######## design 1 ########
Fig. 1: design 1, the metal 2 layer
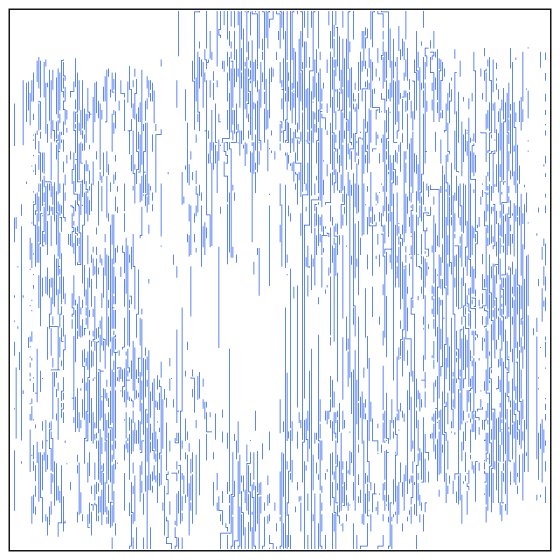

### src/rtl/writeback_stage.sv
// MEM/WB pipeline register and writeback: formats load data from the data RAM,
// selects the register-file write value and counts retired instructions.
module writeback_stage #(
    parameter int unsigned DATA_WIDTH = 32,
    parameter int unsigned ADDR_WIDTH = 5,
    parameter int unsigned CNT_WIDTH  = 64
) (
    input  logic                  clk,
    input  logic                  rst_n,
    input  logic                  valid_MEM,
    input  logic                  stall_i,
    input  logic                  flush_i,
    input  logic                  reg_we_MEM,
    input  logic [ADDR_WIDTH-1:0] rd_addr_MEM,
    input  logic [1:0]            wb_sel_MEM,
    input  logic [2:0]            funct3_MEM,
    input  logic [DATA_WIDTH-1:0] alu_result_MEM,
    input  logic [DATA_WIDTH-1:0] pc_plus4_MEM,
    input  logic [DATA_WIDTH-1:0] imm_MEM,
    input  logic [DATA_WIDTH-1:0] mem_rdata_WB,
    output logic                  valid_WB,
    output logic                  we_WB,
    output logic [ADDR_WIDTH-1:0] wr_addr_WB,
    output logic [DATA_WIDTH-1:0] wr_data_WB,
    output logic [CNT_WIDTH-1:0]  instret_o
);

    localparam int unsigned BYTE_W = 8;
    localparam int unsigned HALF_W = 16;

    logic                  r_valid;
    logic                  r_reg_we;
    logic [ADDR_WIDTH-1:0] r_rd;
    logic [1:0]            r_wb_sel;
    logic [2:0]            r_funct3;
    logic [DATA_WIDTH-1:0] r_alu;
    logic [DATA_WIDTH-1:0] r_pc4;
    logic [DATA_WIDTH-1:0] r_imm;
    logic [CNT_WIDTH-1:0]  r_instret;

    logic [BYTE_W-1:0]     w_byte;
    logic [HALF_W-1:0]     w_half;
    logic [DATA_WIDTH-1:0] w_load;
    logic                  w_we;

    // Pipeline register: flush beats stall; an instruction retires when it leaves WB unstalled.
    always_ff @(posedge clk) begin
        if (!rst_n) begin
            r_valid   <= 1'b0;
            r_reg_we  <= 1'b0;
            r_rd      <= '0;
            r_wb_sel  <= '0;
            r_funct3  <= '0;
            r_alu     <= '0;
            r_pc4     <= '0;
            r_imm     <= '0;
            r_instret <= '0;
        end else begin
            if (r_valid && !stall_i) begin
                r_instret <= r_instret + CNT_WIDTH'(1);
            end
            if (flush_i) begin
                r_valid  <= 1'b0;
                r_reg_we <= 1'b0;
            end else if (!stall_i) begin
                r_valid  <= valid_MEM;
                r_reg_we <= reg_we_MEM;
                r_rd     <= rd_addr_MEM;
                r_wb_sel <= wb_sel_MEM;
                r_funct3 <= funct3_MEM;
                r_alu    <= alu_result_MEM;
                r_pc4    <= pc_plus4_MEM;
                r_imm    <= imm_MEM;
            end
        end
    end

    // Load lane extraction; a halfword ignores the low offset bit.
    always_comb begin
        w_byte = mem_rdata_WB[{r_alu[1:0], 3'b000} +: BYTE_W];
        w_half = mem_rdata_WB[{r_alu[1], 4'b0000} +: HALF_W];
        case (r_funct3)
            3'b000:  w_load = {{(DATA_WIDTH-BYTE_W){w_byte[BYTE_W-1]}}, w_byte};
            3'b100:  w_load = {{(DATA_WIDTH-BYTE_W){1'b0}}, w_byte};
            3'b001:  w_load = {{(DATA_WIDTH-HALF_W){w_half[HALF_W-1]}}, w_half};
            3'b101:  w_load = {{(DATA_WIDTH-HALF_W){1'b0}}, w_half};
            default: w_load = mem_rdata_WB;
        endcase
    end

    assign w_we = r_valid & r_reg_we & (r_rd != '0);

    // Writeback mux; data is forced to zero when no write happens.
    always_comb begin
        wr_data_WB = '0;
        if (w_we) begin
            case (r_wb_sel)
                2'b00:   wr_data_WB = r_alu;
                2'b01:   wr_data_WB = w_load;
                2'b10:   wr_data_WB = r_pc4;
                default: wr_data_WB = r_imm;
            endcase
        end
    end

    assign valid_WB   = r_valid;
    assign we_WB      = w_we;
    assign wr_addr_WB = r_rd;
    assign instret_o  = r_instret;

endmodule

### config.mk
export PLATFORM = sky130hd
export DESIGN_NAME = writeback_stage
export DESIGN_NICKNAME = d
export VERILOG_FILES = /design/src/rtl/writeback_stage.sv
export SDC_FILE = /design/constraint.sdc
export NUM_CORES = 1
export LEC_CHECK = 0
export ABC_CLOCK_PERIOD_IN_PS = 2210
export CORE_MARGIN = 1.5
export CORE_UTILIZATION = 43
export CTS_CLUSTER_SIZE = 12
export DETAILED_ROUTE_END_ITERATION = 10
export PLACE_DENSITY = 0.86
export SLEW_MARGIN = 25
export SYNTH_ARGS = -nofsm -noshare
export SYNTH_HDL_FRONTEND = slang
export SYNTH_SLANG_ARGS = --single-unit
### constraint.sdc
create_clock -name clk -period 2.21 [get_ports clk]
set_input_delay 0.442 -clock clk [delete_from_list [all_inputs] [get_ports clk]]
set_output_delay 0.442 -clock clk [all_outputs]
set_load 0.02 [all_outputs]
######## design 2 ########
--- src/rtl/counter_mod6_if.sv ---
// rtl/counter_mod6_if.sv - load/enable/count signal bundle for the tens-of-seconds digit
//
// Purpose: groups the counter's control inputs and digit outputs.
// Signals:
//   loadn   synchronous active-low parallel load request
//   enable  decrement request from the seconds-ones stage
//   data    4-bit value to load; values above 5 are clamped to 5
//   ones    current digit, 0..5
//   tc      borrow to the minutes stage: enable AND (ones == 0)
//   zero    ones == 0
// Modports: master drives the controls and observes the digit; slave is the counter.
interface counter_mod6_if;
  logic       loadn;
  logic       enable;
  logic [3:0] data;
  logic [3:0] ones;
  logic       tc;
  logic       zero;

  modport master (
    output loadn, enable, data,
    input  ones, tc, zero
  );

  modport slave (
    input  loadn, enable, data,
    output ones, tc, zero
  );
endinterface

--- src/rtl/counter_mod6.sv ---
// rtl/counter_mod6.sv - modulo-6 down-counter with clamped parallel load
//
// Purpose: tens-of-seconds digit of the oven timer. Decrements on each enabled
// edge, wrapping 0 -> 5 and raising tc as the borrow to the minutes stage.
// Ports:
//   clock  system clock, rising edge
//   clrn   asynchronous active-low clear, forces ones to 0
//   bus    counter_mod6_if.slave: loadn, enable, data in; ones, tc, zero out
module counter_mod6 (
  input  logic           clock,
  input  logic           clrn,
  counter_mod6_if.slave  bus
);

  localparam logic [3:0] MAX_DIGIT = 4'd5;

  logic [3:0] ones_q;
  logic [3:0] ones_d;
  logic       is_zero;

  assign is_zero = (ones_q == 4'd0);

  // Load beats enable; out-of-range load values saturate so the register
  // can never leave 0..5.
  always_comb begin
    ones_d = ones_q;
    if (!bus.loadn) begin
      ones_d = (bus.data > MAX_DIGIT) ? MAX_DIGIT : bus.data;
    end else if (bus.enable) begin
      ones_d = is_zero ? MAX_DIGIT : (ones_q - 4'd1);
    end
  end

  always_ff @(posedge clock or negedge clrn) begin
    if (!clrn) begin
      ones_q <= 4'd0;
    end else begin
      ones_q <= ones_d;
    end
  end

  assign bus.ones = ones_q;
  assign bus.zero = is_zero;
  // Borrow is not gated by loadn: it reflects the wrap the count would take.
  assign bus.tc   = bus.enable & is_zero;

endmodule

--- src/flat_wrapper.sv ---
// flat-port wrapper written by rule: the top's interface ports become plain ports
module counter_mod6_flat 
  (clock, clrn, bus_loadn, bus_enable, bus_data, bus_ones, bus_tc, bus_zero);
  counter_mod6_if bus_i ();
  input  logic clock;
  input  logic clrn;
  input wire logic [$bits(bus_i.loadn)-1:0] bus_loadn;
  input wire logic [$bits(bus_i.enable)-1:0] bus_enable;
  input wire logic [$bits(bus_i.data)-1:0] bus_data;
  output wire logic [$bits(bus_i.ones)-1:0] bus_ones;
  output wire logic [$bits(bus_i.tc)-1:0] bus_tc;
  output wire logic [$bits(bus_i.zero)-1:0] bus_zero;
  assign bus_i.loadn = bus_loadn;
  assign bus_i.enable = bus_enable;
  assign bus_i.data = bus_data;
  assign bus_ones = bus_i.ones;
  assign bus_tc = bus_i.tc;
  assign bus_zero = bus_i.zero;
  counter_mod6 u_core (.clock(clock), .clrn(clrn), .bus(bus_i));
endmodule
--- config.mk ---
export PLATFORM = sky130hd
export DESIGN_NAME = counter_mod6_flat
export DESIGN_NICKNAME = d
export VERILOG_FILES = /design/src/rtl/counter_mod6_if.sv /design/src/rtl/counter_mod6.sv /design/src/flat_wrapper.sv
export SDC_FILE = /design/constraint.sdc
export NUM_CORES = 1
export LEC_CHECK = 0
export CORE_AREA = 2 2 39 41
export CTS_BUF_LIST = sky130_fd_sc_hd__clkbuf_4
export DETAILED_ROUTE_END_ITERATION = 8
export DIE_AREA = 0 0 41 43
export PLACE_DENSITY = 0.46
export SYNTH_ARGS = -nofsm -noshare
export SYNTH_HDL_FRONTEND = slang
export SYNTH_SLANG_ARGS = --single-unit
--- constraint.sdc ---
create_clock -name clock -period 1.22 [get_ports clock]
set_input_delay 0.244 -clock clock [delete_from_list [all_inputs] [get_ports clock]]
set_output_delay 0.244 -clock clock [all_outputs]
set_load 0.01 [all_outputs]
######## design 3 ########
$ cat config.mk
export PLATFORM = sky130hd
export DESIGN_NAME = gray_stream_ctrl
export DESIGN_NICKNAME = d
export VERILOG_FILES = /design/src/rtl/gray_stream_ctrl.sv
export SDC_FILE = /design/constraint.sdc
export NUM_CORES = 1
export LEC_CHECK = 0
export ABC_AREA = 1
export ABC_CLOCK_PERIOD_IN_PS = 9100
export CAP_MARGIN = 40
export CORE_ASPECT_RATIO = 1.25
export CORE_UTILIZATION = 35
export DETAILED_ROUTE_END_ITERATION = 16
export PLACE_DENSITY = 0.59
export SYNTH_ARGS = -nofsm -noshare
export SYNTH_HDL_FRONTEND = slang
export SYNTH_SLANG_ARGS = --single-unit
$ cat constraint.sdc
create_clock -name clock -period 9.1 [get_ports clock]
set_input_delay 1.365 -clock clock [delete_from_list [all_inputs] [get_ports clock]]
set_output_delay 1.365 -clock clock [all_outputs]
set_load 0.1 [all_outputs]
$ cat src/rtl/gray_stream_ctrl.sv
// Frame sequencer: moves one IMG_WIDTH*IMG_HEIGHT frame from the input FIFO to the
// output FIFO through a one-entry hold register, applying pass/grayscale/fill per frame.
module gray_stream_ctrl #(
  parameter int unsigned FIFO_DATA_WIDTH = 32,
  parameter int unsigned IMG_WIDTH       = 720,
  parameter int unsigned IMG_HEIGHT      = 540,
  parameter int unsigned CNT_WIDTH       = 20
) (
  input  logic                       clock,
  input  logic                       reset,
  input  logic                       start,
  input  logic                       abort,
  input  logic [1:0]                 mode,
  input  logic [23:0]                fill_value,
  output logic                       busy,
  output logic                       done,
  output logic [CNT_WIDTH-1:0]       pix_count,
  output logic                       fifo_in_rd_en,
  input  logic [FIFO_DATA_WIDTH-1:0] fifo_in_dout,
  input  logic                       fifo_in_empty,
  output logic                       fifo_out_wr_en,
  output logic [FIFO_DATA_WIDTH-1:0] fifo_out_din,
  input  logic                       fifo_out_full
);

  localparam logic [CNT_WIDTH-1:0] FRAME      = CNT_WIDTH'(IMG_WIDTH * IMG_HEIGHT);
  localparam logic [CNT_WIDTH-1:0] FRAME_LAST = CNT_WIDTH'(IMG_WIDTH * IMG_HEIGHT - 1);

  typedef enum logic [1:0] {
    IDLE = 2'd0,
    RUN  = 2'd1,
    DONE = 2'd2
  } state_t;

  state_t                 state_q, state_d;
  logic [1:0]             mode_q;
  logic [23:0]            fill_q;
  logic                   hold_valid;
  logic [CNT_WIDTH-1:0]   rd_cnt;
  logic [9:0]             sum;
  logic [7:0]             avg;
  logic [23:0]            pix;
  logic [FIFO_DATA_WIDTH-1:0] proc_word;
  logic                   unused_hi;

  assign unused_hi = ^fifo_in_dout[FIFO_DATA_WIDTH-1:24];

  // Pixel operation on the FIFO head word, selected by the mode latched at start
  always_comb begin
    sum = 10'(fifo_in_dout[23:16]) + 10'(fifo_in_dout[15:8]) + 10'(fifo_in_dout[7:0]);
    avg = 8'(sum / 10'd3);
    case (mode_q)
      2'd1:    pix = {avg, avg, avg};
      2'd2:    pix = fill_q;
      default: pix = fifo_in_dout[23:0];
    endcase
    proc_word = FIFO_DATA_WIDTH'(pix);
  end

  // Next state and FIFO handshakes; FIFO strobes are held off while reset is asserted
  always_comb begin
    state_d        = state_q;
    fifo_in_rd_en  = 1'b0;
    fifo_out_wr_en = 1'b0;
    case (state_q)
      IDLE: begin
        if (start) state_d = RUN;
      end
      RUN: begin
        fifo_out_wr_en = reset && !abort && hold_valid && !fifo_out_full;
        fifo_in_rd_en  = reset && !fifo_in_empty && (rd_cnt < FRAME) &&
                         (!hold_valid || fifo_out_wr_en);
        if (abort)
          state_d = IDLE;
        else if (fifo_out_wr_en && (pix_count == FRAME_LAST))
          state_d = DONE;
      end
      DONE: begin
        state_d = IDLE;
      end
      default: state_d = IDLE;
    endcase
  end

  always_ff @(posedge clock) begin
    if (!reset) begin
      state_q      <= IDLE;
      busy         <= 1'b0;
      done         <= 1'b0;
      pix_count    <= '0;
      fifo_out_din <= '0;
      hold_valid   <= 1'b0;
      rd_cnt       <= '0;
      mode_q       <= 2'd0;
      fill_q       <= 24'd0;
    end else begin
      state_q <= state_d;
      busy    <= (state_d == RUN);
      done    <= (state_d == DONE);
      case (state_q)
        IDLE: begin
          if (start) begin
            mode_q     <= mode;
            fill_q     <= fill_value;
            rd_cnt     <= '0;
            pix_count  <= '0;
            hold_valid <= 1'b0;
          end
        end
        RUN: begin
          if (abort) begin
            hold_valid <= 1'b0;
          end else begin
            // A same-cycle read refills the hold, so it stays valid
            if (fifo_in_rd_en) begin
              fifo_out_din <= proc_word;
              hold_valid   <= 1'b1;
              rd_cnt       <= rd_cnt + CNT_WIDTH'(1);
            end else if (fifo_out_wr_en) begin
              hold_valid <= 1'b0;
            end
            if (fifo_out_wr_en) pix_count <= pix_count + CNT_WIDTH'(1);
          end
        end
        default: ;
      endcase
    end
  end

endmodule

Fig. 2: design 2, drive-strength map
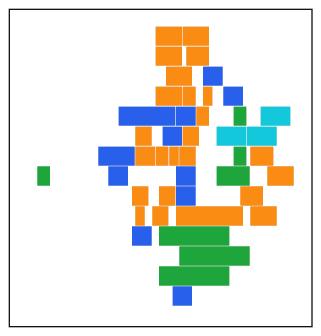
[blue] drive 3 to 4 | cells: 11
[cyan] drive 6 and up | cells: 3
[orange] drive 1 or less | cells: 24
[green] drive 2 | cells: 7

Fig. 3: design 2, the metal 2 layer
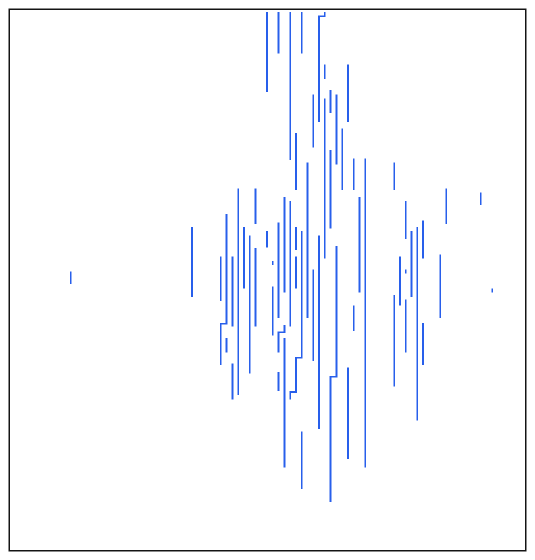
longest straight run: 24.5 um
main direction: vertical
global routing met2 resource utilization: 0.150
Detailed Route WL: 682 um
vias after detailed routing: 272

==> impl_metrics.ini, design 2 <==
; flow metrics
[timing]
timing_hold_violations_final = 0
setup_ws_ps = -162
setup_viol = 5

[worst_setup_path]
largest_stage_delay_on_the_critical_path_ps = 440
worstPathCellList = nor4_4 -> buf_2
crit_path_start_kind = flop
rr_startpoint = u_core.bus.ones[1]

[outcome]
run_status = complete, but fails checks
violations = setup timing

[power_and_ir_drop]
total_leakage_power_nw = 0.197
p_sw_frac = 0.257
total_switching_power_uw = 115

[clock_tree]
cts-root-buf = clkbuf_4
cts_tree = done
post_cts.resized_instances = 25

[synth]
postSynth.asyncResetShare = 1.00

[place]
io_buffer_count = 13

[routing]
detail-route-antenna-nets = 0

[floorplan]
placement_rows = 14
[design 2: cell type report]
| type | instances | area (um^2) |
|---|---|---|
| Clock buffer | 3 | 22.5 |
| Sequential cell | 4 | 104 |
| Timing Repair Buffer | 21 | 181 |
| Tap cell | 16 | 20.0 |
| Multi-Input combinational cell | 17 | 128 |
| Fill cell | 163 | 928 |
[design 2: layer usage]
layer	vias up	global-route usage	part of all wire
met1	126	0.0935	0.35
met4	0	0.0600	0
met2	13	0.150	0.54
met5	-	0	0
met3	0	0.0157	0.11
li1	133	-	-
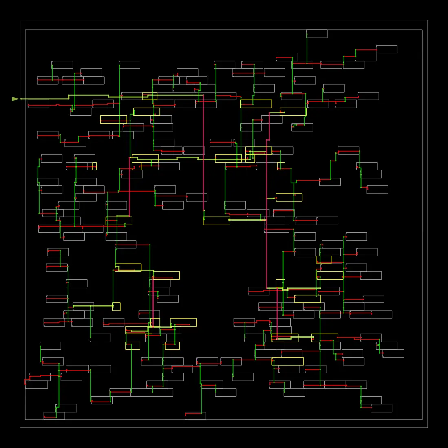
Fig. 4. Clock routing (design 1).
clk ins delay skew pair: 430 ps
clock sink count: 172
clock buffer count from CTS: 17
power in the clock group: 3.04 mW

Notes on Fig. 1 above:
main direction: vertical
longest straight run: 64.4 um
wire length on this layer: 13900 um
share of all routed wire: 47%

==> impl_metrics.ini, design 1 <==
; flow metrics
[outcome]
run_status = complete, but fails checks
violations = setup timing

[clock_tree]
cts.repair_timing.setup_buffer_count = 1
clockBufferDepth = 2

[synth]
postSynth.asyncResetShare = 0
synth.most_common_cell = nand2_1
synthesis.area_mm2 = 0.00832
netlist_instances = 1124

[place]
gp_congestion = 0.967
dpl.hpwl_um = 21000

[routing]
routed_wirelength_um = 29500
wl_met2_um = 13900

[grt]
grt.met3_usage = 0.0794
grtUsageTotal = 0.281
grt_util_met2 = 0.468
globalRouteMet1Util = 0.347

[final_layout]
mostFrequentLayoutCell = nand2_1
logic_area_mm2 = 0.00476

[power_and_ir_drop]
totalPowerFinal_mw = 7.23

[timing]
setup_ws_ps = -451
period_minus_ws_final_ps = 2660
setup_viol = 33

[worst_setup_path]
worst_ep_arrival_time_ps = 2220
crit_slowest_cell = dfxtp_4
setup.worst_path.class = flop to primary output
worst-r2r-cell-count = 6
[design 1: power by group]
group	leakage [nW]	switching [mW]	total, mW	internal, mW
clock	0.285	1.25	3.04	1.78
sequential	1.40	0.0575	3.25	3.19
combinational	2.83	0.462	0.950	0.487
total	4.52	1.77	7.23	5.46
[design 1: cells by family after synthesis]
| group | synth area share |
|---|---|
| flops | 0.414 |
| mux | 0.0265 |
| fa+ha+maj | 0.00150 |
| xor+xnor | 0.0263 |
| buf+inv | 0.0469 |
| compound gates | 0.208 |
| simple gates | 0.277 |
Fig. 5: design 3, M3 wires
The bar under the picture is 20 um long.
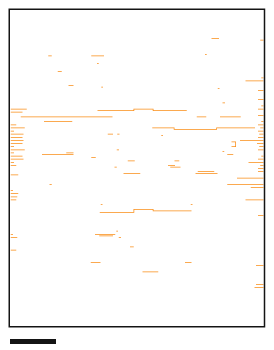
share of all routed wire: 3.3%
main direction: horizontal
longest straight run: 39.6 um
nets with wire on the layer: 83
Global Route met3 Usage: 0.0298
vias after detailed routing: 5186
Detailed Route WL: 14900 um

==> impl_metrics.ini, design 3 <==
; flow metrics
[clock_tree]
cts.repair_timing.setup_buffer_count = 0
worst_skew_pair.late_latency_ps = 350
tritoncts.num_buffers = 9

[synth]
yosysWarnings = 0
ys_seq_frac = 0.372
top_logic_kind = simple AND/OR/NAND/NOR gates
fa_ha_area_frac = 0.0645
synth.yosys.chip_area_mm2 = 0.00512

[grt]
first_global_vias = 5020
globalRoute.busiestLayer = met2
grt_start_max_net_pins = 38

[worst_setup_path]
setup.worst_path.class = input port to flop
endpoint_kind = flop
critPathTopFamily = simple AND/OR/NAND/NOR gates

[routing]
wl_met1_um = 5960
first_pass_drt_iterations = 4
met3WireLength_um = 488
detail_route.wl_per_cell_um = 13.9

[floorplan]
die_x_um = 110

[final_layout]
non_clock_buffers_area_share = 0.257
mostFrequentLayoutCell = nand2_1
comb_area_frac = 0.365
n_multi_input_combinational_cell = 524
logic_area_mm2 = 0.00272

[power_and_ir_drop]
pwr_density_cell_mw_per_mm2 = 181

[outcome]
run_status = finished clean

[timing]
setup_viol = 0
-- design 3: stage by stage --
stage,cells,power (mW),area (um^2)
2_1_floorplan,750,0.822,5140
3_3_place_gp,1001,0.920,6270
3_5_place_dp,1052,0.939,7120
4_1_cts,1067,1.36,7450
5_1_grt,1067,1.44,7450
6_report,1067,1.35,7450
-- design 3: report_power, final --
group / internal, mW / total (mW) / switching [mW] / leakage, nW
logic: 0.175 / 0.495 / 0.320 / 2.17
registers: 0.429 / 0.437 / 0.00771 / 0.773
clock network: 0.261 / 0.419 / 0.158 / 0.165
total: 0.865 / 1.35 / 0.485 / 3.11

==> gallery <==
Signal wires on met1.
shot_01.png
The bar under the picture is 20 um long.
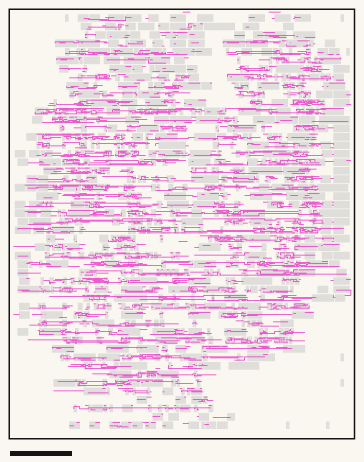
shot_02.png
The bar under the picture is 50 um long.
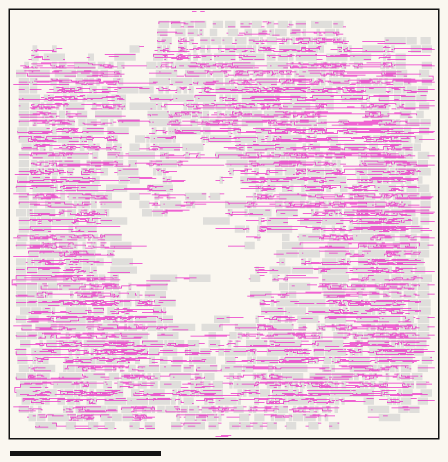
shot_03.png
The bar under the picture is 10 um long.
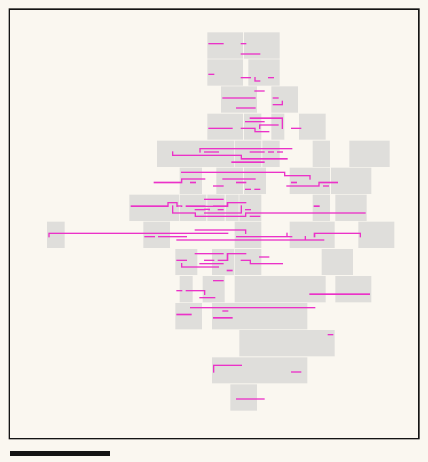
shot_02.png -> design 1
shot_03.png -> design 2
shot_01.png -> design 3
Of these, smallest die: shot_03.png

Key to shot_01.png:
nets with wire on the layer: 853
wire length on this layer: 5960 um
main direction: horizontal
share of all routed wire: 40%
longest straight run: 49.5 um


Power and IR drop assume default switching activity.
